######## block 1 ########
<file path="src/rtl/hct_down_counter_pkg.sv">
// Shared constants for the HCT counter family: slice width and the datasheet
// propagation delays that the up- and down-counters both quote.
package hct_down_counter_pkg;

    localparam int SLICE_W = 4;

    // Datasheet propagation delays in ns; reference values, not modelled in RTL.
    localparam int T_CP_Q_NS   = 20;
    localparam int T_CP_TC_NS  = 25;
    localparam int T_CET_TC_NS = 14;

endpackage

</file>
<file path="src/rtl/hct_down_counter_if.sv">
// Control/data bundle of the down counter: enables and preset in, count and
// terminal-count out. CP and MR stay plain ports on the counter.
interface hct_down_counter_if #(
    parameter int W = 8
);
    logic         CEP;
    logic         CET;
    logic         _PE;
    logic [W-1:0] D;
    logic [W-1:0] Q;
    logic         TC;

    modport master (
        output CEP, CET, _PE, D,
        input  Q, TC
    );

    modport slave (
        input  CEP, CET, _PE, D,
        output Q, TC
    );
endinterface

</file>
<file path="src/rtl/hct_down_slice4.sv">
// One 4-bit down-counter slice. RELOAD replaces the decrement with a load of D
// and is driven by the chain-level zero detect, never by the slice itself.
module hct_down_slice4
    import hct_down_counter_pkg::*;
(
    input  logic               CP,
    input  logic               MR,
    input  logic               CEP,
    input  logic               CET,
    input  logic               _PE,
    input  logic [SLICE_W-1:0] D,
    input  logic               RELOAD,
    output logic [SLICE_W-1:0] Q,
    output logic               TC
);

    logic [SLICE_W-1:0] q_q;
    logic [SLICE_W-1:0] q_d;

    // Decrement from 0 wraps to all-ones naturally when RELOAD is low.
    always_comb begin
        q_d = q_q;
        if (!_PE) begin
            q_d = D;
        end else if (CEP && CET) begin
            if (RELOAD) begin
                q_d = D;
            end else begin
                q_d = q_q - 1'b1;
            end
        end
    end

    always_ff @(posedge CP) begin
        if (MR) begin
            q_q <= '0;
        end else begin
            q_q <= q_d;
        end
    end

    assign Q  = q_q;
    assign TC = (q_q == '0) && CET;

endmodule

</file>
<file path="src/rtl/hct_down_counter.sv">
// Cascadable down counter built from 4-bit slices with a lookahead trickle
// enable; optional whole-word auto-reload turns it into a divide-by-N.
module hct_down_counter
    import hct_down_counter_pkg::*;
#(
    parameter int SLICES      = 2,
    parameter int AUTO_RELOAD = 0
) (
    input  logic              CP,
    input  logic              MR,
    hct_down_counter_if.slave bus
);

    localparam int W = SLICE_W * SLICES;

    logic [W-1:0]      q_all;
    logic [SLICES-1:0] zero;
    logic [SLICES-1:0] cet;
    logic [SLICES-1:0] tc;
    logic              chain_zero;
    logic              reload;

    assign chain_zero = (q_all == '0);
    assign reload     = (AUTO_RELOAD != 0) && chain_zero;

    for (genvar k = 0; k < SLICES; k++) begin : g_slice
        assign zero[k] = (q_all[k*SLICE_W +: SLICE_W] == '0);

        // Lookahead: slice k sees CET only when every lower slice sits at 0.
        if (k == 0) begin : g_first
            assign cet[k] = bus.CET;
        end else begin : g_upper
            assign cet[k] = bus.CET && (&zero[k-1:0]);
        end

        hct_down_slice4 u_slice (
            .CP     (CP),
            .MR     (MR),
            .CEP    (bus.CEP),
            .CET    (cet[k]),
            ._PE    (bus._PE),
            .D      (bus.D[k*SLICE_W +: SLICE_W]),
            .RELOAD (reload),
            .Q      (q_all[k*SLICE_W +: SLICE_W]),
            .TC     (tc[k])
        );
    end

    assign bus.Q  = q_all;
    assign bus.TC = &tc;

endmodule
</file>
<file path="src/flat_wrapper.sv">
// flat-port wrapper written by rule: the top's interface ports become plain ports
module hct_down_counter_flat import hct_down_counter_pkg::*;
#(
    parameter int SLICES      = 2,
    parameter int AUTO_RELOAD = 0
)
  (CP, MR, bus_CEP, bus_CET, bus__PE, bus_D, bus_Q, bus_TC);
  hct_down_counter_if bus_i ();
  input  logic CP;
  input  logic MR;
  input wire logic [$bits(bus_i.CEP)-1:0] bus_CEP;
  input wire logic [$bits(bus_i.CET)-1:0] bus_CET;
  input wire logic [$bits(bus_i._PE)-1:0] bus__PE;
  input wire logic [$bits(bus_i.D)-1:0] bus_D;
  output wire logic [$bits(bus_i.Q)-1:0] bus_Q;
  output wire logic [$bits(bus_i.TC)-1:0] bus_TC;
  assign bus_i.CEP = bus_CEP;
  assign bus_i.CET = bus_CET;
  assign bus_i._PE = bus__PE;
  assign bus_i.D = bus_D;
  assign bus_Q = bus_i.Q;
  assign bus_TC = bus_i.TC;
  hct_down_counter #(.SLICES(SLICES), .AUTO_RELOAD(AUTO_RELOAD)) u_core (.CP(CP), .MR(MR), .bus(bus_i));
endmodule
</file>
<file path="config.mk">
export PLATFORM = sky130hd
export DESIGN_NAME = hct_down_counter_flat
export DESIGN_NICKNAME = d
export VERILOG_FILES = /design/src/rtl/hct_down_counter_pkg.sv /design/src/rtl/hct_down_counter_if.sv /design/src/rtl/hct_down_slice4.sv /design/src/rtl/hct_down_counter.sv /design/src/flat_wrapper.sv
export SDC_FILE = /design/constraint.sdc
export NUM_CORES = 1
export LEC_CHECK = 0
export CAP_MARGIN = 20
export CORE_UTILIZATION = 40
export DETAILED_ROUTE_END_ITERATION = 7
export PLACE_DENSITY = 0.8
export SYNTH_ARGS = -nofsm -noshare
export SYNTH_HDL_FRONTEND = slang
export SYNTH_SLANG_ARGS = --single-unit
</file>
<file path="constraint.sdc">
create_clock -name CP -period 2 [get_ports CP]
set_clock_uncertainty 0.05 [all_clocks]
set_input_delay 0.4 -clock CP [delete_from_list [all_inputs] [get_ports CP]]
set_output_delay 0.4 -clock CP [all_outputs]
set_load 0.01 [all_outputs]
</file>
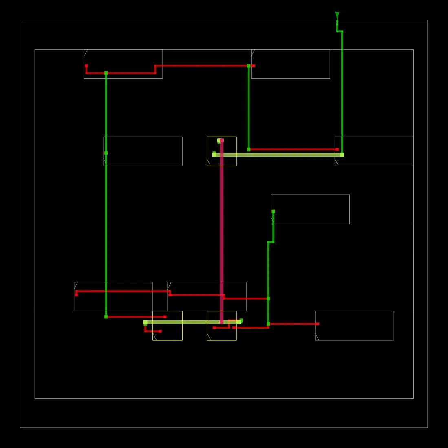
**Above:** block 1 (clock nets).
FFs & Latches: 8
CTS sink count: 8

==> reports/metrics.cfg <==
[yosys]
synth.distinct_cells = 31
ys_sh_mux = 0
ys_sh_adder = 0.0959
synthXorXnorAreaFrac = 0.0336
simple_gate_share = 0.293
ys.flops = 8
yosysTopAreaCell = dfxtp_1
ys_seq_frac = 0.307

[finish]
final_nets = 113
syn_to_final_growth_pct = 63.1
final_common_cell = clkdlybuf4s50_1
drive_above_1_share = 0.223

[job]
drv_cap = 0

[power]
power.share.sequential = 0.383
leakagePower_nw = 0.346
power.share.combinational = 0.336
maxPowerGroup = registers
p_sw_frac = 0.293
p_per_area_nw_per_um2 = 560

[clock_network]
cts_buffer_depth = 2
cts_hold_buf = 0
clock_latency_ps = 260
postCtsResizedCells = 5
cts_tree = built
root_buffer = clkbuf_4

[placement]
port_buffers = 21
dpl.hpwl_um = 958

[critical_path]
worst_ep_arrival_time_ps = 1450
cp_slowest_cell = clkdlybuf4s50_1

[floorplan]
chipHeight_um = 38.1
core_util_floorplan = 0.451
ios = 22

[worst_hold_path]
hold_class = reg2reg

[global_routing]
grt_overflow_total = 0

[sta]
rsz0062_at_grt = false
setup_viol_count_final = 0
fin_tns_setup_ps = 0

[drt]
first_pass_iters = 4

[run_status]
status = completed

==> cell type report <==
cell class                 instances  area share
clock buffer                       3      0.0265
timing repair buffer              32       0.338
inverter                           6      0.0265
sequential                         8       0.188
multi-input combinational         45       0.400
tap                               14      0.0206
==> routing by layer <==
layer  global-route usage  vias up  wire length [um]
met3               0.0523        2                58
met4               0.0804        0                17
met1                0.248      250               616
met2                0.322       18               593
li1                     -      299                 -
met5                    0        -                 0
==> critical path, delay by kind of cell <==
| kind | cells | cell delay [ps] |
|---|---|---|
| simple gates | 3 | 410 |
| buf+inv | 2 | 640 |
==> stage by stage <==
stage / worst slack (ps) / cell area (um^2)
detailed placement: -400 / 817
finish: 101 / 851
CTS: 13.6 / 835
global placement: -407 / 817
global route: 14.6 / 851
floorplan: 83.3 / 522
==> path summary, 6_finish.rpt <==
path	from	slack [ps]	cells past startpoint	to
worst max register to register	u_core.g_slice[0].u_slice.Q[0]	480	6	u_core.g_slice[1].u_slice.Q[1]
worst max-delay path	bus_CET	100	5	bus_TC
worst min register to register	u_core.g_slice[0].u_slice.Q[3]	490	2	u_core.g_slice[0].u_slice.Q[3]
worst min-delay path	u_core.g_slice[0].u_slice.Q[3]	490	2	u_core.g_slice[0].u_slice.Q[3]

######## block 2 ########
**Block 2: placement by cell class**

The bar under the picture is 50 um long.
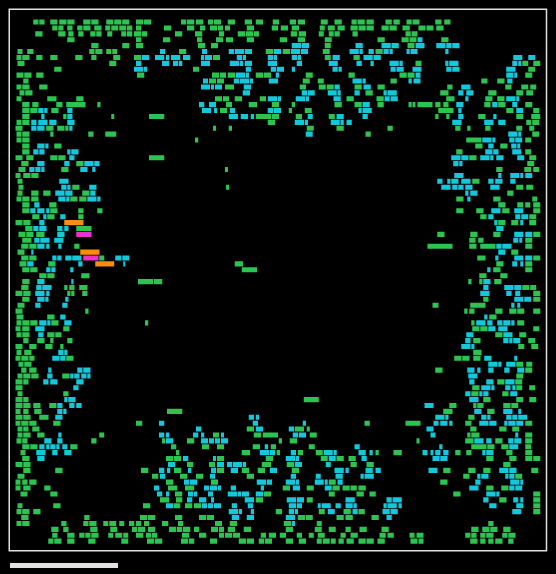
<file path="config.mk">
export PLATFORM = sky130hd
export DESIGN_NAME = dbus_arbiter
export DESIGN_NICKNAME = d
export VERILOG_FILES = /design/src/rtl/dbus_arbiter_pkg.sv /design/src/rtl/dbus_arbiter_picker.sv /design/src/rtl/dbus_arbiter.sv
export SDC_FILE = /design/constraint.sdc
export NUM_CORES = 1
export LEC_CHECK = 0
export CAP_MARGIN = 20
export CORE_AREA = 2 2 245 247
export DETAILED_ROUTE_END_ITERATION = 6
export DIE_AREA = 0 0 247 249
export GPL_TIMING_DRIVEN = 0
export PLACE_DENSITY = 0.43
export SYNTH_ARGS = -nofsm -noshare
export SYNTH_HDL_FRONTEND = slang
export SYNTH_SLANG_ARGS = --single-unit
export TNS_END_PERCENT = 100
</file>
<file path="constraint.sdc">
create_clock -name clk -period 3 [get_ports clk]
set_input_delay 0.75 -clock clk [delete_from_list [all_inputs] [get_ports clk]]
set_output_delay 0.75 -clock clk [all_outputs]
set_load 0.005 [all_outputs]
</file>
<file path="src/rtl/dbus_arbiter_pkg.sv">
// dbus_arbiter_pkg: shared dbus request/response types and arbiter state encoding
package common;
    typedef struct packed {
        logic        valid;
        logic [63:0] addr;
        logic [2:0]  size;
        logic [7:0]  strobe;
        logic [63:0] data;
    } dbus_req_t;
    typedef struct packed {
        logic        addr_ok;
        logic        data_ok;
        logic [63:0] data;
    } dbus_resp_t;
endpackage

package pipes;
    typedef enum logic {IDLE, BUSY} arb_state_t;
endpackage

</file>
<file path="src/rtl/dbus_arbiter_picker.sv">
// arb_picker: picks the first valid requester at or after base (wrapping), one-hot and encoded
module arb_picker #(
    parameter int N = 2,
    parameter int W = $clog2(N)
) (
    input  logic [N-1:0] valid,
    input  logic [W-1:0] base,
    output logic [N-1:0] grant,
    output logic [W-1:0] idx,
    output logic         any
);
    int best;
    always_comb begin
        idx = '0;
        best = N;
        for (int j = 0; j < N; j++)
            if (valid[j] && ((j + N - int'(base)) % N) < best) begin
                best = (j + N - int'(base)) % N;
                idx = W'(j);
            end
        any = |valid;
        grant = any ? (N'(1) << idx) : '0;
    end
endmodule

</file>
<file path="src/rtl/dbus_arbiter.sv">
// dbus_arbiter: locks the shared dbus to one master until data_ok; DBUS_ARB_RR_EN selects round-robin over fixed priority
module dbus_arbiter
    import common::*;
    import pipes::*;
#(
    parameter int NREQ = 2
) (
    input  logic                    clk,
    input  logic                    reset,
    input  dbus_req_t               ireq [NREQ],
    output dbus_resp_t              iresp [NREQ],
    output dbus_req_t               dreq,
    input  dbus_resp_t              dresp,
    output logic [$clog2(NREQ)-1:0] owner,
    output logic                    busy
);
    localparam int W = $clog2(NREQ);
    arb_state_t state_q, state_d;
    logic [W-1:0] lock_q, lock_d, base, win;
    logic [NREQ-1:0] valid, grant;
    logic any;
    dbus_req_t idle_req;

`ifdef DBUS_ARB_RR_EN
    logic [W-1:0] last_q, last_d;
    logic done;
    assign base = (last_q == W'(NREQ - 1)) ? '0 : last_q + 1'b1;
    assign done = dresp.data_ok && dreq.valid;
    assign last_d = done ? owner : last_q;
    always_ff @(posedge clk) last_q <= reset ? W'(NREQ - 1) : last_d;
`else
    assign base = '0;
`endif

    arb_picker #(.N(NREQ), .W(W)) u_picker (
        .valid(valid),
        .base (base),
        .grant(grant),
        .idx  (win),
        .any  (any)
    );

    always_comb begin
        idle_req = '0;
        for (int i = 0; i < NREQ; i++) begin
            valid[i] = ireq[i].valid;
            idle_req = idle_req | (grant[i] ? ireq[i] : '0);
        end
    end

    // Payload is never latched: in BUSY the owner's live request is passed through verbatim.
    always_comb begin
        busy = state_q == BUSY;
        dreq = busy ? ireq[lock_q] : idle_req;
        owner = busy ? lock_q : win;
        state_d = busy ? ((dresp.data_ok || !ireq[lock_q].valid) ? IDLE : BUSY)
                       : ((any && !dresp.data_ok) ? BUSY : IDLE);
        lock_d = busy ? lock_q : win;
        for (int i = 0; i < NREQ; i++) begin
            iresp[i].data = dresp.data;
            iresp[i].data_ok = dresp.data_ok && dreq.valid && owner == W'(i);
            iresp[i].addr_ok = dresp.addr_ok && dreq.valid && owner == W'(i);
        end
    end

    always_ff @(posedge clk) begin
        if (reset) begin
            state_q <= IDLE;
            lock_q <= '0;
        end else begin
            state_q <= state_d;
            lock_q <= lock_d;
        end
    end
endmodule
</file>
==> reports/metrics.cfg <==
[finish]
final_nets = 1705
buffer_area_frac = 0.558
syn_to_final_growth_pct = 106
design.seq.count = 2
num_antenna_cells = 0
nNonClkInverters = 1
top_area_cell_class = non-clock buffers

[global_routing]
antenna_found_initial = 2
grt.total_usage = 0.125
grt_pass1_wl_um = 58900

[yosys]
synth_top_cell_by_count = buf_4
ys_top_logic_family = AND-OR/OR-AND gates
yosys_area_um2 = 6440
synth.distinct_cells = 23
edf_count = 0
synthTopCellsByCount = buf_4, mux2i_1, a21oi_1, nand3b_1, a22oi_2
netlist.area_leader.share = 0.216
netlist_area_um2 = 6440
post_synth_inst_count = 791
ys_sh_aoi = 0.351
postSynthAreaPerCell_um2 = 8.14

[drt]
first_pass_iters = 4
drt_wl_total_um = 41400

[job]
drv_cap = 0

[sta]
fin_ws_ps = 44.8
drv_slew = 0
slew_headroom = 0.769

[power]
p_sw_frac = 0.371
pg_comb_w = 0.00211
ir_worst_vdd_v = 0.000137
pwr-share-clk = 0.085
seq_power_w = 0.0000292

[floorplan]
fp.dieW_um = 247
rows = 89
chipArea_um2 = 61500

[worst_hold_path]
hold_class = reg2reg

[clock_network]
htreeDepth = 1
cts_tree = built

[placement]
pre_cts_ws_ps = -1220

[run_status]
status = completed

[critical_path]
critPathMaxStageDelay_ps = 560
end_kind = output pin
cp-start-kind = input port
crit_fanout = 10

About 'placement by cell class' of block 2:
Green marks other buffers and delay cells, cells 783. Orange marks cells driving clock nets, cells 3. Magenta marks flops, cells 2. Cyan marks all other logic, cells 567.
Finished Core Util: 0.226
Seq area share: 0.00302

## routing by layer
layer,wire length [um],track usage
met1,16500,0.145
met2,21600,0.240
met3,2760,0.0210
met4,528,0.0143
met5,0,0
## cell usage in the layout, fill, tap and decap left out, types with 2 or more instances in the layout
master | synthesis | routed
clkdlybuf4s50_1 | 0 | 461
buf_4 | 146 | 152
mux2i_1 | 139 | 139
nand3b_1 | 138 | 138
a21oi_1 | 138 | 138
a22oi_2 | 100 | 108
dlygate4sd2_1 | 0 | 83
a22oi_1 | 38 | 30
buf_2 | 42 | 23
buf_6 | 3 | 16
buf_12 | 12 | 16
clkbuf_2 | 0 | 14
dlymetal6s2s_1 | 0 | 11
clkbuf_16 | 0 | 4
clkbuf_4 | 1 | 4
and3_1 | 4 | 4
dfxtp_1 | 2 | 2
## final timing paths
path,startpoint,endpoint,slack [ps],depth (start not counted)
min reg2reg,busy,lock_q,880,3
max reg2reg,busy,busy,1720,4
max,ireq[279],iresp[131],40,6
min,busy,lock_q,880,3
## timing repair
item                                    in CTS  in global routing
pin swaps                                    5                  1
gates cloned                                 2                  0
buffers inserted                             3                  0
endpoints found under the hold margin        0                  0
gates resized                              162                 15
hold buffers                                 0                  0
endpoints found under the setup margin     144                 16

######## block 3 ########
**Block 3: wiring heat map**

The die is cut into 12 by 12 equal tiles; dark purple is low, yellow is high, scaled to the fullest tile. Values are wire area over tile area, all layers added.
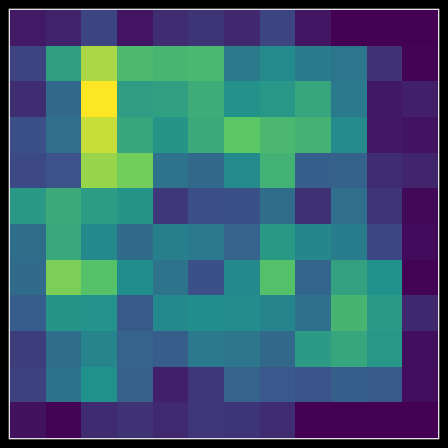
**Block 3: where the registers sit**

The bar under the picture is 20 um long. Other sequential cells in the stronger gray, the rest of the logic in the fainter gray.
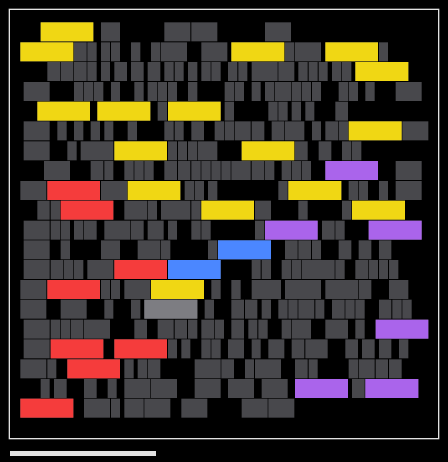
**config.mk**
```make
export PLATFORM = sky130hd
export DESIGN_NAME = buffer_drain
export DESIGN_NICKNAME = d
export VERILOG_FILES = /design/src/rtl/buffer_drain.sv
export SDC_FILE = /design/constraint.sdc
export NUM_CORES = 1
export LEC_CHECK = 0
export ABC_AREA = 1
export CAP_MARGIN = 10
export CORE_UTILIZATION = 51
export CTS_CLUSTER_DIAMETER = 120
export DETAILED_ROUTE_END_ITERATION = 10
export GPL_TIMING_DRIVEN = 0
export PLACE_DENSITY = 0.81
export SETUP_SLACK_MARGIN = 0.2
export SLEW_MARGIN = 25
export SYNTH_ARGS = -nofsm -noshare
export SYNTH_HDL_FRONTEND = slang
export SYNTH_SLANG_ARGS = --single-unit
export TNS_END_PERCENT = 10
```
**constraint.sdc**
```tcl
create_clock -name clk -period 2.8 [get_ports clk]
set_input_delay 0.7 -clock clk [delete_from_list [all_inputs] [get_ports clk]]
set_output_delay 0.7 -clock clk [all_outputs]
set_load 0.03 [all_outputs]
```
**src/rtl/buffer_drain.sv**
```systemverilog
// ---------------------------------------------------------------------------
// buffer_drain
//
// Purpose:
//   Consumer stage for the team's buffer block. It runs the buffer's
//   pop / is_done / pop_ack handshake, captures each popped word into a
//   single output register slot and presents that word on a valid/ready
//   stream (m_*). While the output slot is occupied, buf_pop_ack stays high
//   so the buffer remains in DONE and keeps its data. If the buffer returns
//   to READY without ever reaching DONE, a simultaneous push took the pop.
//   In that case the word is not captured and the pop is issued again.
//
// Optional feature (macro BUFFER_DRAIN_TIMEOUT_EN):
//   When defined, WAIT gives up after TIMEOUT_CYCLES cycles without
//   buf_is_done. It then sets the sticky timeout_err and blocks new pops
//   until reset. When undefined, WAIT has no limit and timeout_err is 0.
//
// Ports:
//   clk          in   clock, all logic on posedge
//   rst_n        in   synchronous reset, ACTIVE-HIGH despite the name
//   enable       in   1 = may start new pops
//   buf_pop      out  one-cycle pop request to the buffer
//   buf_pop_ack  out  held high while the buffer must stay in DONE
//   buf_data     in   buffer data_out
//   buf_is_ready in   buffer in READY
//   buf_is_done  in   buffer in DONE (data valid)
//   buf_is_empty in   buffer holds no data
//   m_data       out  output word
//   m_valid      out  output word valid
//   m_ready      in   downstream accepts
//   drain_count  out  words handed downstream (wraps)
//   busy         out  FSM not idle or output word pending
//   timeout_err  out  sticky WAIT timeout flag
// ---------------------------------------------------------------------------
module buffer_drain #(
    parameter int DATA_WIDTH     = 8,
    parameter int COUNT_WIDTH    = 16,
    parameter int TIMEOUT_CYCLES = 16
) (
    input  logic                   clk,
    input  logic                   rst_n,
    input  logic                   enable,
    output logic                   buf_pop,
    output logic                   buf_pop_ack,
    input  logic [DATA_WIDTH-1:0]  buf_data,
    input  logic                   buf_is_ready,
    input  logic                   buf_is_done,
    input  logic                   buf_is_empty,
    output logic [DATA_WIDTH-1:0]  m_data,
    output logic                   m_valid,
    input  logic                   m_ready,
    output logic [COUNT_WIDTH-1:0] drain_count,
    output logic                   busy,
    output logic                   timeout_err
);

    // The counter is wide enough to hold TIMEOUT_CYCLES. It saturates
    // instead of wrapping, so a very long WAIT never aliases back to 0.
    localparam int WAIT_W = $clog2(TIMEOUT_CYCLES + 1) + 1;
    localparam logic [WAIT_W-1:0] WAIT_MAX = {WAIT_W{1'b1}};

    typedef enum logic [1:0] {
        ST_IDLE = 2'd0,
        ST_REQ  = 2'd1,
        ST_WAIT = 2'd2,
        ST_CAPT = 2'd3
    } state_t;

    state_t                 state_reg, state_next;
    logic [WAIT_W-1:0]      wait_cnt_reg, wait_cnt_next;
    logic                   m_valid_reg, m_valid_next;
    logic [DATA_WIDTH-1:0]  m_data_reg, m_data_next;
    logic [COUNT_WIDTH-1:0] drain_count_reg, drain_count_next;

    logic out_free;
    logic capture;
    logic timeout_hit;
    logic pop_block;

    // The slot can take a new word if it is empty, or if it empties this cycle.
    assign out_free = !m_valid_reg || m_ready;

`ifdef BUFFER_DRAIN_TIMEOUT_EN
    localparam logic [WAIT_W-1:0] TIMEOUT_LIM = WAIT_W'(TIMEOUT_CYCLES);

    logic timeout_err_reg, timeout_err_next;

    assign pop_block        = timeout_err_reg;
    assign timeout_err_next = timeout_err_reg | timeout_hit;
    assign timeout_err      = timeout_err_reg;

    always_ff @(posedge clk) begin
        if (rst_n) begin
            timeout_err_reg <= 1'b0;
        end else begin
            timeout_err_reg <= timeout_err_next;
        end
    end
`else
    assign pop_block   = 1'b0;
    assign timeout_err = 1'b0;
`endif

    // -----------------------------------------------------------------------
    // State and datapath registers
    // -----------------------------------------------------------------------
    always_ff @(posedge clk) begin
        if (rst_n) begin
            state_reg       <= ST_IDLE;
            wait_cnt_reg    <= '0;
            m_valid_reg     <= 1'b0;
            m_data_reg      <= '0;
            drain_count_reg <= '0;
        end else begin
            state_reg       <= state_next;
            wait_cnt_reg    <= wait_cnt_next;
            m_valid_reg     <= m_valid_next;
            m_data_reg      <= m_data_next;
            drain_count_reg <= drain_count_next;
        end
    end

    // -----------------------------------------------------------------------
    // Next-state and handshake outputs
    // -----------------------------------------------------------------------
    always_comb begin
        state_next    = state_reg;
        wait_cnt_next = wait_cnt_reg;
        capture       = 1'b0;
        timeout_hit   = 1'b0;
        buf_pop       = 1'b0;
        buf_pop_ack   = 1'b0;

        case (state_reg)
            ST_IDLE: begin
                if (enable && !pop_block && buf_is_ready && !buf_is_empty && out_free) begin
                    state_next = ST_REQ;
                end
            end

            ST_REQ: begin
                buf_pop       = 1'b1;
                wait_cnt_next = '0;
                state_next    = ST_WAIT;
            end

            ST_WAIT: begin
                buf_pop_ack = 1'b1;
                if (wait_cnt_reg != WAIT_MAX) begin
                    wait_cnt_next = wait_cnt_reg + 1'b1;
                end
                if (buf_is_done) begin
                    // If the slot is still occupied, stay here. The buffer
                    // then holds DONE and its data until the slot frees up.
                    if (out_free) begin
                        capture    = 1'b1;
                        state_next = ST_CAPT;
                    end
                end else if (buf_is_ready && (wait_cnt_reg != '0)) begin
                    // The buffer went back to READY without reaching DONE,
                    // so a concurrent push took the pop. Arbitrate again
                    // from IDLE.
                    state_next = ST_IDLE;
                end
`ifdef BUFFER_DRAIN_TIMEOUT_EN
                else if (wait_cnt_reg >= TIMEOUT_LIM) begin
                    timeout_hit = 1'b1;
                    state_next  = ST_IDLE;
                end
`endif
            end

            ST_CAPT: begin
                // Dropping pop_ack for this cycle releases the buffer to READY.
                state_next = ST_IDLE;
            end

            default: begin
                state_next = ST_IDLE;
            end
        endcase
    end

    // -----------------------------------------------------------------------
    // Output register slot
    // -----------------------------------------------------------------------
    always_comb begin
        m_valid_next     = m_valid_reg;
        m_data_next      = m_data_reg;
        drain_count_next = drain_count_reg;

        if (m_valid_reg && m_ready) begin
            drain_count_next = drain_count_reg + 1'b1;
            m_valid_next     = 1'b0;
        end
        // capture only happens when out_free, so a refill never overwrites
        // a word that has not transferred.
        if (capture) begin
            m_valid_next = 1'b1;
            m_data_next  = buf_data;
        end
    end

    assign m_valid     = m_valid_reg;
    assign m_data      = m_data_reg;
    assign drain_count = drain_count_reg;
    assign busy        = (state_reg != ST_IDLE) || m_valid_reg;

endmodule

```
==> reports/metrics.cfg <==
[run_status]
status = completed

[clock_network]
clock-sinks = 33
root_buffer = clkbuf_4
cts_buffer_depth = 2

[critical_path]
worst_ep_arrival_time_ps = 1750

[finish]
largest_register_ffs = 16
layout_top_cells = nor2_1, nand2_1, clkdlybuf4s50_1
design.seq.count = 33
final_nets = 319

[global_routing]
grt_max_degree = 11
gr-usage-met1 = 0.308

[yosys]
ys.flops = 33

[power]
leakagePower_nw = 0.892

[drt]
met2_length_um = 1640

[placement]
numPlacedInstances = 338

[worst_hold_path]
whs_path_depth = 2

[sta]
clock-skew-final_ps = 10.3
hold_ws_ps = 505
finalHoldViolCount = 0

Notes on 'wiring heat map' of block 3 above:
The emptiest ninth of the die: north-east. The densest ninth of the die: west. 28% of the tiles are over half the peak. The mean over all tiles is 0.17. The fullest tile reaches 0.48. 6.9% of the tiles are nearly empty.
GRT Util Overall: 0.243
drt wl/cell: 10.6 um
vias after detailed routing: 1,636
wirelength, routed: 3640 um

Notes on 'where the registers sit' of block 3 above:
Blue marks state_reg, flops 2. Purple marks wait_cnt_reg, flops 6. Yellow marks drain_count, flops 16. Red marks m_data, flops 8.
Another 1 sequential cells are not colored.

Yosys cell counts:
cell       n
nand3_1   21
o21ai_2    1
a21oi_1   13
clkbuf_1   3
xor2_1     2
inv_2      1
or2_2      1
nor3_1     2
nand4_1    3
o21ai_0   15
conb_1     1
nand2_2    2
nor2_4     2
nor2_2     3
inv_1     33
dfxtp_1   33
nand2_1   52
and2_1     1
buf_4      1
ha_1       3
nor3b_1    1
nor2_1    56
xnor2_1    1
nand3b_1   1
power by group:
part	internal (W)	switching, W	leakage (nW)	total [W]
Combinational	0.000101	0.000152	0.594	0.000253
Clock	0.000118	0.000161	0.0314	0.000279
Sequential	0.000494	0.0000194	0.267	0.000513
worst paths after layout:
check,start,end
max,state_reg[0],buf_pop
min reg2reg,drain_count[4],drain_count[4]
min,drain_count[4],drain_count[4]
max reg2reg,drain_count[0],drain_count[8]
logic make-up after synthesis:
group	count (synthesis)	share of synthesized area
compound gates	29	0.0906
xor+xnor	3	0.0160
fa+ha+maj	3	0.0228
buf+inv	38	0.0890
flops	33	0.402
other cells	1	0.00228
simple gates	145	0.377
worst max-delay path, cell delays in order (launching register included):
cell,delay (ps)
dfxtp_1,420
nand2_1,210
inv_1,100
clkdlybuf4s50_1,660

######## block 4 ########
**Block 4: wiring by layer**

Only two layers are drawn.
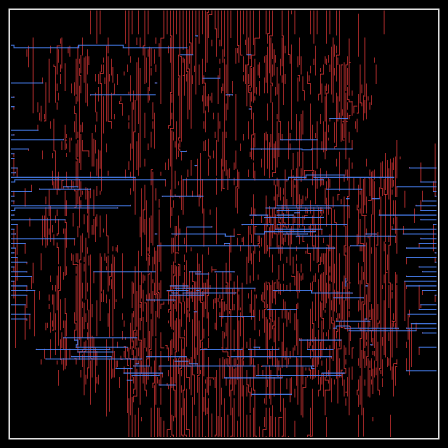
===== src/rtl/cpu_pkg.sv =====
// Shared definitions for the CPU datapath: PC state encoding, instruction field widths
// and the branch-offset helper used by the next-PC logic.
package cpu_pkg;

  typedef enum logic {
    PC_RUN    = 1'b0,
    PC_HALTED = 1'b1
  } pc_state_e;

  // Source of the next PC, in decreasing priority order.
  typedef enum logic [1:0] {
    SelHold,
    SelJump,
    SelBranch,
    SelSeq
  } pc_sel_e;

  localparam int unsigned PC_STEP = 4;
  localparam int unsigned IMM_W   = 16;
  localparam int unsigned ADDR_W  = 26;

  // Sign-extended word offset: sext(imm) << 2.
  function automatic logic [31:0] branch_offset(input logic [IMM_W-1:0] imm);
    return {{(32 - IMM_W - 2){imm[IMM_W-1]}}, imm, 2'b00};
  endfunction

endpackage


===== src/rtl/cpu_pc_next.sv =====
// Combinational next-PC selection: branch/jump targets, branch-taken decision and the
// prioritised mux halt > jump > taken branch > sequential.
module cpu_pc_next
  import cpu_pkg::*;
(
  input  logic [31:0]       pc,
  input  logic [31:0]       pc_plus4,
  input  logic              branch_eq,
  input  logic              branch_ne,
  input  logic              branch_ltz,
  input  logic              jump,
  input  logic              halt,
  input  logic              alu_zero,
  input  logic              rs_sign,
  input  logic [IMM_W-1:0]  imm16,
  input  logic [ADDR_W-1:0] addr26,
  output logic [31:0]       branch_target,
  output logic [31:0]       jump_target,
  output logic              branch_taken,
  output logic              redirect,
  output logic [31:0]       next_pc
);

  pc_sel_e sel;

  assign branch_target = pc_plus4 + branch_offset(imm16);
  assign jump_target   = {pc_plus4[31:28], addr26, 2'b00};

  assign branch_taken = (branch_eq & alu_zero)
                      | (branch_ne & ~alu_zero)
                      | (branch_ltz & rs_sign);

  always_comb begin
    sel = SelSeq;
    if (halt) begin
      sel = SelHold;
    end else if (jump) begin
      sel = SelJump;
    end else if (branch_taken) begin
      sel = SelBranch;
    end
  end

  always_comb begin
    next_pc  = pc_plus4;
    redirect = 1'b0;
    unique case (sel)
      SelHold:   next_pc = pc;
      SelJump: begin
        next_pc  = jump_target;
        redirect = 1'b1;
      end
      SelBranch: begin
        next_pc  = branch_target;
        redirect = 1'b1;
      end
      SelSeq:    next_pc = pc_plus4;
      default:   next_pc = pc_plus4;
    endcase
  end

endmodule


===== src/rtl/cpu_pc_unit.sv =====
// Program-counter stage: PC register, RUN/HALTED state machine and the retired/taken
// debug counters. Next-PC selection lives in cpu_pc_next.
module cpu_pc_unit
  import cpu_pkg::*;
#(
  parameter logic [31:0] RESET_PC = 32'h0000_0000
) (
  input  logic              clk,
  input  logic              rst,
  input  logic              stall,
  input  logic              branch_eq,
  input  logic              branch_ne,
  input  logic              branch_ltz,
  input  logic              jump,
  input  logic              halt,
  input  logic              alu_zero,
  input  logic              rs_sign,
  input  logic [IMM_W-1:0]  imm16,
  input  logic [ADDR_W-1:0] addr26,
  output logic [31:0]       pc,
  output logic [31:0]       pc_plus4,
  output logic              halted,
  output logic [31:0]       retired,
  output logic [31:0]       taken
);

  if (RESET_PC[1:0] != 2'b00) begin : g_bad_reset_pc
    $error("cpu_pc_unit: RESET_PC must be word aligned");
  end

  pc_state_e   state_q, state_d;
  logic [31:0] pc_q, pc_d;
  logic [31:0] retired_q, retired_d;
  logic [31:0] taken_q, taken_d;

  logic [31:0] next_pc;
  logic [31:0] branch_target;
  logic [31:0] jump_target;
  logic        branch_taken;
  logic        redirect;
  logic        advance;

  assign pc_plus4 = pc_q + PC_STEP;

  cpu_pc_next u_pc_next (
    .pc            (pc_q),
    .pc_plus4      (pc_plus4),
    .branch_eq     (branch_eq),
    .branch_ne     (branch_ne),
    .branch_ltz    (branch_ltz),
    .jump          (jump),
    .halt          (halt),
    .alu_zero      (alu_zero),
    .rs_sign       (rs_sign),
    .imm16         (imm16),
    .addr26        (addr26),
    .branch_target (branch_target),
    .jump_target   (jump_target),
    .branch_taken  (branch_taken),
    .redirect      (redirect),
    .next_pc       (next_pc)
  );

  // An instruction retires only in RUN with no stall; everything else freezes.
  assign advance = (state_q == PC_RUN) && !stall;

  always_comb begin
    state_d   = state_q;
    pc_d      = pc_q;
    retired_d = retired_q;
    taken_d   = taken_q;
    unique case (state_q)
      PC_RUN: begin
        if (advance) begin
          pc_d      = next_pc;
          retired_d = retired_q + 32'd1;
          if (redirect) begin
            taken_d = taken_q + 32'd1;
          end
          if (halt) begin
            state_d = PC_HALTED;
          end
        end
      end
      PC_HALTED: state_d = PC_HALTED;
      default:   state_d = PC_RUN;
    endcase
  end

  always_ff @(posedge clk) begin
    if (rst) begin
      state_q   <= PC_RUN;
      pc_q      <= RESET_PC;
      retired_q <= 32'd0;
      taken_q   <= 32'd0;
    end else begin
      state_q   <= state_d;
      pc_q      <= pc_d;
      retired_q <= retired_d;
      taken_q   <= taken_d;
    end
  end

  assign pc      = pc_q;
  assign halted  = (state_q == PC_HALTED);
  assign retired = retired_q;
  assign taken   = taken_q;

endmodule


===== config.mk =====
export PLATFORM = sky130hd
export DESIGN_NAME = cpu_pc_unit
export DESIGN_NICKNAME = d
export VERILOG_FILES = /design/src/rtl/cpu_pkg.sv /design/src/rtl/cpu_pc_next.sv /design/src/rtl/cpu_pc_unit.sv
export SDC_FILE = /design/constraint.sdc
export NUM_CORES = 1
export LEC_CHECK = 0
export CORE_MARGIN = 4
export CORE_UTILIZATION = 50
export DETAILED_ROUTE_END_ITERATION = 7
export GPL_TIMING_DRIVEN = 1
export PLACE_DENSITY = 0.78
export SYNTH_ARGS = -nofsm -noshare
export SYNTH_HDL_FRONTEND = slang
export SYNTH_SLANG_ARGS = --single-unit

===== constraint.sdc =====
create_clock -name clk -period 9.5 [get_ports clk]
set_input_delay 1.9 -clock clk [delete_from_list [all_inputs] [get_ports clk]]
set_output_delay 1.9 -clock clk [all_outputs]
set_load 0.02 [all_outputs]

==> reports/metrics.cfg <==
[run_status]
status = completed

[power]
power.total_w = 0.00106

[yosys]
async_flop_share = 0
edf_count = 0
yosysWarnings = 0
post_synth_inst_count = 837
netlist.area_leader.share = 0.286
yosysTopAreaCell = dfxtp_1
area_leaders = dfxtp_1, ha_1, xor2_1
yosys_area_um2 = 6660
synthTopCellsByCount = nor2_1, dfxtp_1, nand2_1
synth.distinct_cells = 68
ys_cells = 837

[global_routing]
grt_util_met3 = 0.0567
grt_pass1_wl_um = 32100
grt_overflow_total = 0

[drt]
initialDrtViolationCount = 545
vias_per_cell = 5.77
highest_layer = met4
first_pass_iters = 5

[critical_path]
timing.rr.start = pc[4]
cp.required_ps = 7600
reg2regPathDepth = 13
cp-endpoint = pc_plus4[30]
reg2reg_slack_ps = 5100

[floorplan]
fp.dieW_um = 123
chipHeight_um = 123
ios = 181
rows = 41

[placement]
globalplace.congestion = 0.891
place_area_um2 = 8500

[finish]
fillCellCount = 1077
final_common_cell = clkdlybuf4s50_1
seq_area_um2 = 1900
mi_logic_area_um2 = 4520

[sta]
finalHoldViolCount = 0
tightest_slew_ps = 1080
slew_headroom = 0.277
fin_tns_setup_ps = 0
setup_viol_count_final = 0
clock-skew-final_ps = 11.3

[clock_network]
htreeDepth = 3
clock_latency_ps = 350

Notes on 'wiring by layer' of block 4 above:
Blue marks met3, wire length 1,530 um. Red marks met2, wire length 9,040 um.
drt wl/cell: 16.9 um
GRT Util Overall: 0.264
vias after detailed routing: 6,742
wirelength, routed: 19,800 um

-- cells by family (layout without fill, tap and decap cells) --
group / Yosys count / count (layout) / share of synthesized area
fa+ha+maj: 38 / 38 / 0.0725
xor+xnor: 97 / 97 / 0.128
other cells: 1 / 4 / 0.000563
simple gates: 350 / 350 / 0.278
flops: 95 / 95 / 0.286
mux: 10 / 10 / 0.0150
compound gates: 186 / 186 / 0.182
buf+inv: 60 / 216 / 0.0389
-- power breakdown --
group          switching, W  internal [W]  total [W]
Clock              0.000171      0.000214   0.000385
Combinational      0.000140      0.000112   0.000252
Sequential        0.0000157      0.000408   0.000424
-- area by class of cell --
cell class              instances  area share
inverters                      19     0.00810
flip-flops and latches         95       0.216
well taps                     172      0.0244
multi-input cells             685       0.513
clock buffers                  11      0.0276
repair buffers                181       0.204
clock inverters                 5     0.00725
-- worst max-delay path: stages, from the launching register on --
cell	delay (ps)
dfxtp_1	540
ha_1	270
and4_1	310
nand4_1	310
nor3_1	570
nand3_1	170
xnor2_1	370
clkdlybuf4s50_1	680

######## block 5 ########
**Block 5: where the registers sit**

The bar under the picture is 50 um long. Other sequential cells in the stronger gray, the rest of the logic in the fainter gray.
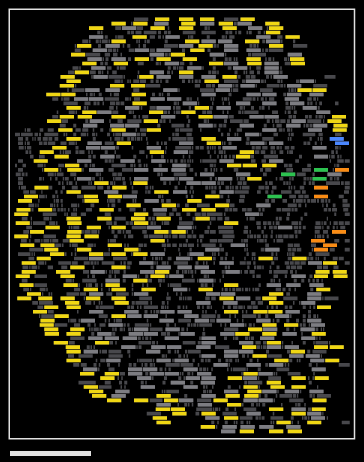
**Block 5: clock nets**

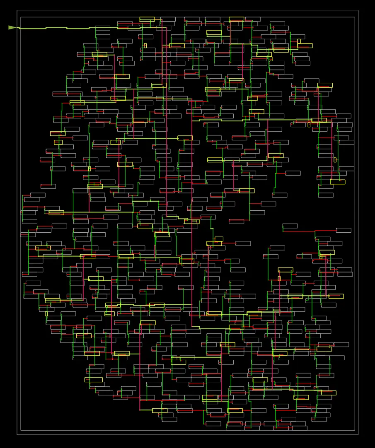
<file path="src/rtl/maze_move_responder.sv">
// Maze move responder: holds a small open/wall bitmap, walks a cursor from (0,0) under
// handshaked move commands and reports each move's outcome one cycle after acceptance.
// Optional feature: define MAZE_BACKTRACK_EN to enable the position stack behind code 111.
module maze_move_responder #(
  parameter int unsigned W         = 10,
  parameter int unsigned H         = 10,
  parameter int unsigned MAX_STEPS = 50
) (
  input  logic       clk,
  input  logic       rst,
  input  logic       maze_wr_en,
  input  logic [3:0] maze_wr_x,
  input  logic [3:0] maze_wr_y,
  input  logic       maze_wr_open,
  input  logic       start,
  input  logic       cmd_valid,
  input  logic [2:0] cmd_dir,
  output logic       cmd_ready,
  output logic       rsp_valid,
  output logic       rsp_ok,
  output logic [3:0] x_pos,
  output logic [3:0] y_pos,
  output logic       found,
  output logic [6:0] step_cnt,
  output logic       busy
);

  localparam logic [4:0] WLim     = 5'(W);
  localparam logic [4:0] HLim     = 5'(H);
  localparam logic [3:0] GoalX    = 4'(W - 1);
  localparam logic [3:0] GoalY    = 4'(H - 1);
  localparam logic [6:0] MaxSteps = 7'(MAX_STEPS);

  typedef enum logic [1:0] {StIdle, StRun, StResp, StDone} state_e;

  state_e            state_q, state_d;
  logic [3:0]        x_q, x_d, y_q, y_d;
  logic [6:0]        step_q, step_d;
  logic              found_q, found_d, ok_q, ok_d;
  // Bitmaps are sized 16x16 and indexed [y][x]; cells outside W x H are never written.
  logic [15:0][15:0] maze_q;
  logic [15:0][15:0] vis_q, vis_d;

  logic       accept, is_move, in_range, move_ok, bt_ok;
  logic [4:0] tx, ty;
  logic [3:0] bt_x, bt_y;

  assign accept = cmd_valid && (state_q == StRun) && !start;

  // Decode the direction into a candidate target cell and its range check.
  always_comb begin
    tx       = {1'b0, x_q};
    ty       = {1'b0, y_q};
    is_move  = 1'b0;
    in_range = 1'b0;
    case (cmd_dir)
      3'b000: begin
        is_move  = 1'b1;
        in_range = (y_q != 4'd0);
        ty       = ty - 5'd1;
      end
      3'b001: begin
        is_move  = 1'b1;
        ty       = ty + 5'd1;
        in_range = (ty < HLim);
      end
      3'b010: begin
        is_move  = 1'b1;
        in_range = (x_q != 4'd0);
        tx       = tx - 5'd1;
      end
      3'b011: begin
        is_move  = 1'b1;
        tx       = tx + 5'd1;
        in_range = (tx < WLim);
      end
      default: ;
    endcase
  end

  // The step limit gate also makes step_cnt saturate at MAX_STEPS.
  assign move_ok = is_move && in_range && maze_q[ty[3:0]][tx[3:0]] &&
                   !vis_q[ty[3:0]][tx[3:0]] && (step_q < MaxSteps);

`ifdef MAZE_BACKTRACK_EN
  // Stack depth always equals step_cnt, so step_cnt doubles as the stack pointer.
  logic [7:0] stack_q [128];

  assign bt_ok        = (cmd_dir == 3'b111) && (step_q != 7'd0);
  assign {bt_x, bt_y} = stack_q[step_q - 7'd1];

  // Push the departed position on every successful move.
  always_ff @(posedge clk or negedge rst) begin
    if (!rst) begin
      for (int i = 0; i < 128; i++) stack_q[i] <= '0;
    end else if (accept && move_ok) begin
      stack_q[step_q] <= {x_q, y_q};
    end
  end
`else
  assign bt_ok = 1'b0;
  assign bt_x  = x_q;
  assign bt_y  = y_q;
`endif

  // Next-state and session bookkeeping; start overrides everything else.
  always_comb begin
    state_d = state_q;
    x_d     = x_q;
    y_d     = y_q;
    step_d  = step_q;
    found_d = found_q;
    ok_d    = ok_q;
    vis_d   = vis_q;
    if (start) begin
      state_d     = StRun;
      x_d         = 4'd0;
      y_d         = 4'd0;
      step_d      = 7'd0;
      found_d     = 1'b0;
      ok_d        = 1'b0;
      vis_d       = '0;
      vis_d[0][0] = 1'b1;
    end else begin
      case (state_q)
        StRun: begin
          if (cmd_valid) begin
            state_d = StResp;
            ok_d    = 1'b0;
            if (move_ok) begin
              ok_d                     = 1'b1;
              x_d                      = tx[3:0];
              y_d                      = ty[3:0];
              vis_d[ty[3:0]][tx[3:0]]  = 1'b1;
              step_d                   = step_q + 7'd1;
              if (tx[3:0] == GoalX && ty[3:0] == GoalY) found_d = 1'b1;
            end else if (cmd_dir == 3'b110) begin
              ok_d = 1'b1;
            end else if (bt_ok) begin
              ok_d             = 1'b1;
              vis_d[y_q][x_q]  = 1'b0;
              x_d              = bt_x;
              y_d              = bt_y;
              step_d           = step_q - 7'd1;
            end
          end
        end
        StResp:  state_d = found_q ? StDone : StRun;
        default: ;
      endcase
    end
  end

  // Session state registers.
  always_ff @(posedge clk or negedge rst) begin
    if (!rst) begin
      state_q <= StIdle;
      x_q     <= '0;
      y_q     <= '0;
      step_q  <= '0;
      found_q <= 1'b0;
      ok_q    <= 1'b0;
      vis_q   <= '0;
    end else begin
      state_q <= state_d;
      x_q     <= x_d;
      y_q     <= y_d;
      step_q  <= step_d;
      found_q <= found_d;
      ok_q    <= ok_d;
      vis_q   <= vis_d;
    end
  end

  // Maze bitmap: writable only outside a live session and only for in-range cells.
  always_ff @(posedge clk or negedge rst) begin
    if (!rst) begin
      maze_q <= '0;
    end else if (maze_wr_en && (state_q == StIdle || state_q == StDone) &&
                 ({1'b0, maze_wr_x} < WLim) && ({1'b0, maze_wr_y} < HLim)) begin
      maze_q[maze_wr_y][maze_wr_x] <= maze_wr_open;
    end
  end

  assign cmd_ready = (state_q == StRun);
  assign rsp_valid = (state_q == StResp);
  assign rsp_ok    = ok_q && (state_q == StResp);
  assign busy      = (state_q == StRun) || (state_q == StResp);
  assign x_pos     = x_q;
  assign y_pos     = y_q;
  assign found     = found_q;
  assign step_cnt  = step_q;

endmodule

</file>
<file path="config.mk">
export PLATFORM = sky130hd
export DESIGN_NAME = maze_move_responder
export DESIGN_NICKNAME = d
export VERILOG_FILES = /design/src/rtl/maze_move_responder.sv
export SDC_FILE = /design/constraint.sdc
export NUM_CORES = 1
export LEC_CHECK = 0
export CAP_MARGIN = 20
export CORE_ASPECT_RATIO = 1.25
export CORE_MARGIN = 2
export CORE_UTILIZATION = 45
export CTS_CLUSTER_SIZE = 10
export DETAILED_ROUTE_END_ITERATION = 6
export PLACE_DENSITY_LB_ADDON = 0.15
export SYNTH_ARGS = -nofsm -noshare
export SYNTH_HDL_FRONTEND = slang
export SYNTH_SLANG_ARGS = --single-unit
</file>
<file path="constraint.sdc">
create_clock -name clk -period 8.3 [get_ports clk]
set_input_delay 1.66 -clock clk [delete_from_list [all_inputs] [get_ports clk]]
set_output_delay 1.66 -clock clk [all_outputs]
set_load 0.01 [all_outputs]
</file>
==> reports/metrics.cfg <==
[run_status]
status = completed

[critical_path]
cp.required_ps = 8830
worst_ep_arrival_time_ps = 7310
cp-endpoint = vis_q[0]
timing.rr.start = y_pos[0]
cp-start-kind = input port
crit_fanout = 57
path_buffers = 2
end_kind = flop

[yosys]
edf_count = 0
yosysWarnings = 0
ys.flops = 531
synthTopCellsByCount = dfrtp_1, inv_1, nand2_1
netlist_area_um2 = 24100
ys_cells = 2298

[placement]
pre_cts_ws_ps = 970
dpl.hpwl_um = 45700
place_area_um2 = 24600
globalplace.congestion = 0.925

[global_routing]
top_usage_layer = met2
antenna_found_initial = 2
grt.total_usage = 0.257
grt_util_met3 = 0.0373

[sta]
fin_crit_sh = 0.817
drv_slew = 0
fin_ws_ps = 1520
max_freq_ghz = 0.148
hold_ws_ps = 368

[power]
p_per_area_nw_per_um2 = 202
power.total_w = 0.00532

[finish]
drive_above_1_share = 0.144
num_antenna_cells = 0
fillCellCount = 4762
syn_to_final_growth_pct = 9.12

[drt]
drt_wl_total_um = 69700
initialDrtViolationCount = 1585
met1_length_um = 29800

[clock_network]
cts_buffers = 60

## Picture notes: 'where the registers sit' of block 5
Green marks y_pos, flops 4, where east. Yellow marks maze_q, flops 256, where all over the die. Orange marks step_cnt, flops 7, where east. Blue marks state_q, flops 2.
Another 262 sequential cells are not colored.
Sequential Area: 13,300 um^2
Seq area share: 0.505

## Picture notes: 'clock nets' of block 5
clkbuf count: 70
CTS sink count: 531

sequential cells by signal, summed over array words and instances (netlist names):
signal    flops
state_q       2
step_cnt      7
x_pos         4
vis_q       256
y_pos         4
ok_q          1
maze_q      256
found         1
power by group:
part	switching [W]	leakage, nW	internal [W]
Clock	0.00102	0.802	0.00133
Combinational	0.000260	2.94	0.0000978
Sequential	0.00000909	7.41	0.00260
Total	0.00129	11.1	0.00403
cell type report:
| type | instances | area share |
|---|---|---|
| clock inverter | 5 | 0.00319 |
| timing repair buffer | 90 | 0.0329 |
| clock buffer | 70 | 0.0593 |
| multi-input combinational | 1195 | 0.329 |
| inverter | 271 | 0.0387 |
| tap | 672 | 0.0320 |
| sequential | 531 | 0.505 |
worst min path at each step:
| stage | end | start | cells after the start | slack, ps |
|---|---|---|---|---|
| 2_1_floorplan | maze_q[10] | maze_q[10] | 1 | 420 |
| 3_3_place_gp | maze_q[228] | maze_q[228] | 0 | 360 |
| 3_5_place_dp | maze_q[226] | maze_q[226] | 0 | 360 |
| 4_1_cts | maze_q[166] | maze_q[166] | 0 | 370 |
| 5_1_grt | maze_q[226] | maze_q[226] | 0 | 380 |
| 6_report | maze_q[166] | maze_q[166] | 0 | 370 |

######## block 6 ########
**Block 6: wiring by layer**

Only two layers are drawn.
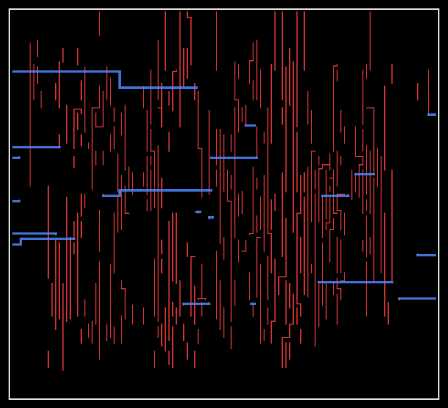
$ cat src/rtl/phase_sequence_receiver_pkg.sv
// phase_sequence_receiver_pkg: state/error encodings and default phase lengths shared with the sequencer
package phase_sequence_receiver_pkg;
  typedef enum logic [2:0] {
    HUNT  = 3'd0,
    IDLE  = 3'd1,
    PRE   = 3'd2,
    DATA  = 3'd3,
    TRAIL = 3'd4,
    END   = 3'd5
  } state_e;
  localparam logic [1:0] ERR_NONE  = 2'd0;
  localparam logic [1:0] ERR_PRE   = 2'd1;
  localparam logic [1:0] ERR_DATA  = 2'd2;
  localparam logic [1:0] ERR_TRAIL = 2'd3;
  localparam int T1_DEF = 3;
  localparam int T2_DEF = 5;
  localparam int T3_DEF = 7;
endpackage

$ cat src/rtl/phase_sequence_receiver.sv
// phase_sequence_receiver: decodes one bit per timed preamble/data/trailer frame on din; ports clk, reset, din -> data_bit, data_valid, frame_err, err_code, frame_count, state_dbg (all registered)
module phase_sequence_receiver
  import phase_sequence_receiver_pkg::*;
#(
  parameter int T1_LEN = T1_DEF,
  parameter int T2_LEN = T2_DEF,
  parameter int T3_LEN = T3_DEF,
  parameter int CNT_W  = 4
) (
  input  logic       clk,
  input  logic       reset,
  input  logic       din,
  output logic       data_bit,
  output logic       data_valid,
  output logic       frame_err,
  output logic [1:0] err_code,
  output logic [7:0] frame_count,
  output logic [2:0] state_dbg
);
  localparam logic [CNT_W-1:0] T1_LAST = CNT_W'(T1_LEN - 1);
  localparam logic [CNT_W-1:0] T2_LAST = CNT_W'(T2_LEN - 1);
  localparam logic [CNT_W-1:0] T3_LAST = CNT_W'(T3_LEN - 1);
  state_e           state_q, state_d;
  logic [CNT_W-1:0] cnt_q, cnt_d;
  logic             data_q, data_d;
  logic             valid_d;
  logic [1:0]       err_d;
  logic             data_bit_q, data_valid_q, frame_err_q;
  logic [1:0]       err_code_q;
  logic [7:0]       frame_count_q;
  always_comb begin
    state_d = state_q;
    cnt_d   = cnt_q;
    data_d  = data_q;
    valid_d = 1'b0;
    err_d   = ERR_NONE;
    case (state_q)
      HUNT: state_d = din ? HUNT : IDLE;
      IDLE: if (din) begin
        state_d = PRE;
        cnt_d   = CNT_W'(1);
      end
      PRE: if (!din) begin
        err_d   = ERR_PRE;
        state_d = HUNT;
      end else if (cnt_q == T1_LAST) begin
        state_d = DATA;
        cnt_d   = '0;
      end else cnt_d = cnt_q + 1'b1;
      DATA: if (cnt_q != '0 && din != data_q) begin
        err_d   = ERR_DATA;
        state_d = HUNT;
      end else begin
        data_d = (cnt_q == '0) ? din : data_q;
        if (cnt_q == T2_LAST) begin
          state_d = TRAIL;
          cnt_d   = '0;
        end else cnt_d = cnt_q + 1'b1;
      end
      TRAIL: if (!din) begin
        err_d   = ERR_TRAIL;
        state_d = HUNT;
      end else if (cnt_q == T3_LAST) state_d = END;
      else cnt_d = cnt_q + 1'b1;
      END: if (!din) begin
        valid_d = 1'b1;
        state_d = IDLE;
      end else begin
        err_d   = ERR_TRAIL;
        state_d = HUNT;
      end
      default: state_d = HUNT;
    endcase
  end
  always_ff @(posedge clk) begin
    if (reset) begin
      state_q       <= HUNT;
      cnt_q         <= '0;
      data_q        <= 1'b0;
      data_bit_q    <= 1'b0;
      data_valid_q  <= 1'b0;
      frame_err_q   <= 1'b0;
      err_code_q    <= ERR_NONE;
      frame_count_q <= '0;
    end else begin
      state_q       <= state_d;
      cnt_q         <= cnt_d;
      data_q        <= data_d;
      data_bit_q    <= valid_d & data_q;
      data_valid_q  <= valid_d;
      frame_err_q   <= err_d != ERR_NONE;
      err_code_q    <= err_d;
      frame_count_q <= valid_d ? frame_count_q + 8'd1 : frame_count_q;
    end
  end
  assign data_bit    = data_bit_q;
  assign data_valid  = data_valid_q;
  assign frame_err   = frame_err_q;
  assign err_code    = err_code_q;
  assign frame_count = frame_count_q;
  assign state_dbg   = state_q;
endmodule

$ cat config.mk
export PLATFORM = sky130hd
export DESIGN_NAME = phase_sequence_receiver
export DESIGN_NICKNAME = d
export VERILOG_FILES = /design/src/rtl/phase_sequence_receiver_pkg.sv /design/src/rtl/phase_sequence_receiver.sv
export SDC_FILE = /design/constraint.sdc
export NUM_CORES = 1
export LEC_CHECK = 0
export ABC_AREA = 1
export CORE_ASPECT_RATIO = 0.9
export CORE_MARGIN = 2
export CORE_UTILIZATION = 57
export CTS_CLUSTER_DIAMETER = 100
export CTS_CLUSTER_SIZE = 28
export DETAILED_ROUTE_END_ITERATION = 7
export GPL_TIMING_DRIVEN = 0
export PLACE_DENSITY = 0.83
export SYNTH_ARGS = -nofsm -noshare
export SYNTH_HDL_FRONTEND = slang
export SYNTH_SLANG_ARGS = --single-unit
$ cat constraint.sdc
create_clock -name clk -period 4.3 [get_ports clk]
set_input_delay 1.29 -clock clk [delete_from_list [all_inputs] [get_ports clk]]
set_output_delay 1.29 -clock clk [all_outputs]
set_load 0.02 [all_outputs]
==> reports/metrics.cfg <==
[placement]
port_buffers = 16
pre_cts_ws_ps = 1810

[finish]
instances_no_fill = 223
syn_to_final_growth_pct = 17.3
drive_above_1_share = 0.153
num_antenna_cells = 0

[power]
power.total_w = 0.000640
p_sw_frac = 0.428

[sta]
drv_slew = 0
max_freq_ghz = 0.352
slew_headroom = 0.692

[drt]
met1_length_um = 1240
wl_per_cell_um = 12.1

[floorplan]
fp.coreArea_um2 = 2140
fp.dieW_um = 53.9
core_util_floorplan = 0.595
ios = 19

[critical_path]
path_delay_family = buffers and inverters
cp.required_ps = 3010
reg2reg_slack_ps = 2790
critical_path_class = reg2out
reg2regPathDepth = 7

[worst_hold_path]
whs_path_depth = 2

[yosys]
simple_gate_share = 0.407
ys_cells = 176
postSynthAreaPerCell_um2 = 7.24
yosys_most_used_dff = dfxtp_1

[run_status]
status = completed

## Picture notes: 'wiring by layer' of block 6
Red marks met2, wire length 1,330 um. Blue marks met3, wire length 92.9 um.
vias after detailed routing: 1,192
GRT Util Overall: 0.241

## how the worst max path moves through the flow
stage	from	endpoint	slack, ps	depth (start not counted)
after floorplan	din	frame_count[7]	2060	7
after global placement	state_dbg[1]	state_dbg[1]	1810	1
after detailed placement	state_dbg[1]	state_dbg[1]	1810	1
after CTS	state_dbg[1]	state_dbg[1]	1460	1
after global routing	state_dbg[1]	state_dbg[1]	1400	1
final	state_dbg[1]	state_dbg[1]	1460	1
## area by class of cell
class                      instances  area [um^2]
tap                               27         33.8
inverter                          20         80.1
multi-input combinational        130          727
sequential                        21          420
buffer                             5         47.5
clock buffer                       4         26.3
fill                             188          647
timing repair buffer              16          160
## state kept, by name, summed over array words and instances (netlist names)
register / cells
frame_count: 8
cnt_q: 4
frame_err: 1
data_valid: 1
data_q: 1
state_dbg: 3
err_code: 2
data_bit: 1
## logic make-up (layout without fill, tap and decap cells)
group / count (synthesis) / after routing
DFF: 21 / 21
AOI/OAI and AO/OA: 24 / 24
buffers and inverters: 25 / 45
adders and majority gates: 5 / 5
xor gates and xnor gates: 2 / 2
and+or+nand+nor: 99 / 99


==> screenshots <==
Clock nets.
Plate I
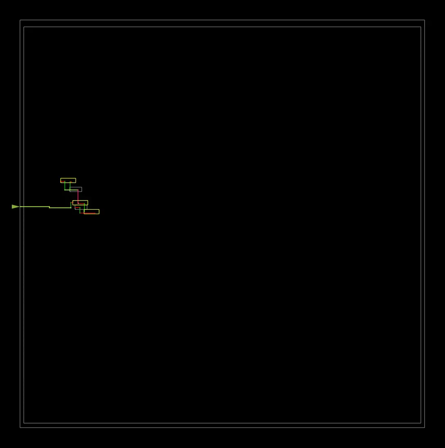
Plate II
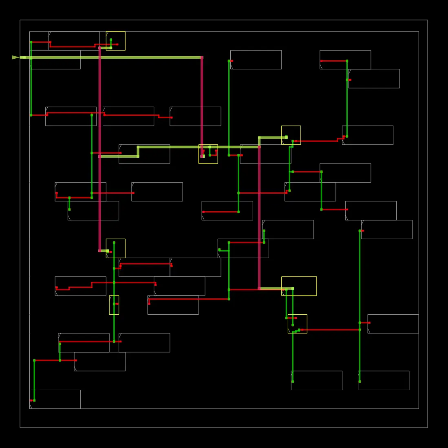
Plate III
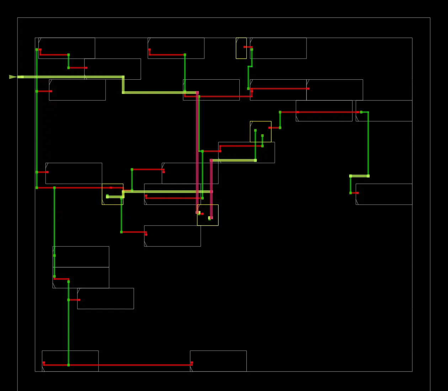
Plate IV
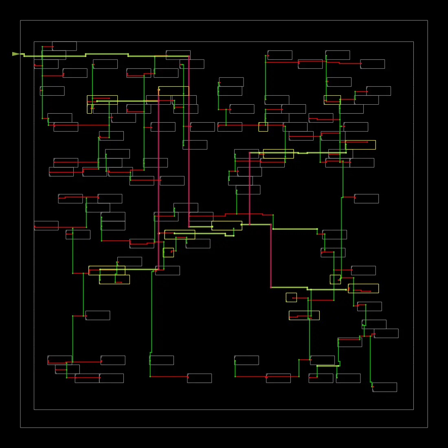
Plate IV is block 4.
Plate III is block 6.
Plate I is block 2.
Plate II is block 3.
The one with the most clock buffers is Plate IV.
The one with the fewest sequential cells is Plate I.

Power figures rest on the tool's default switching activity, not on a simulated workload.
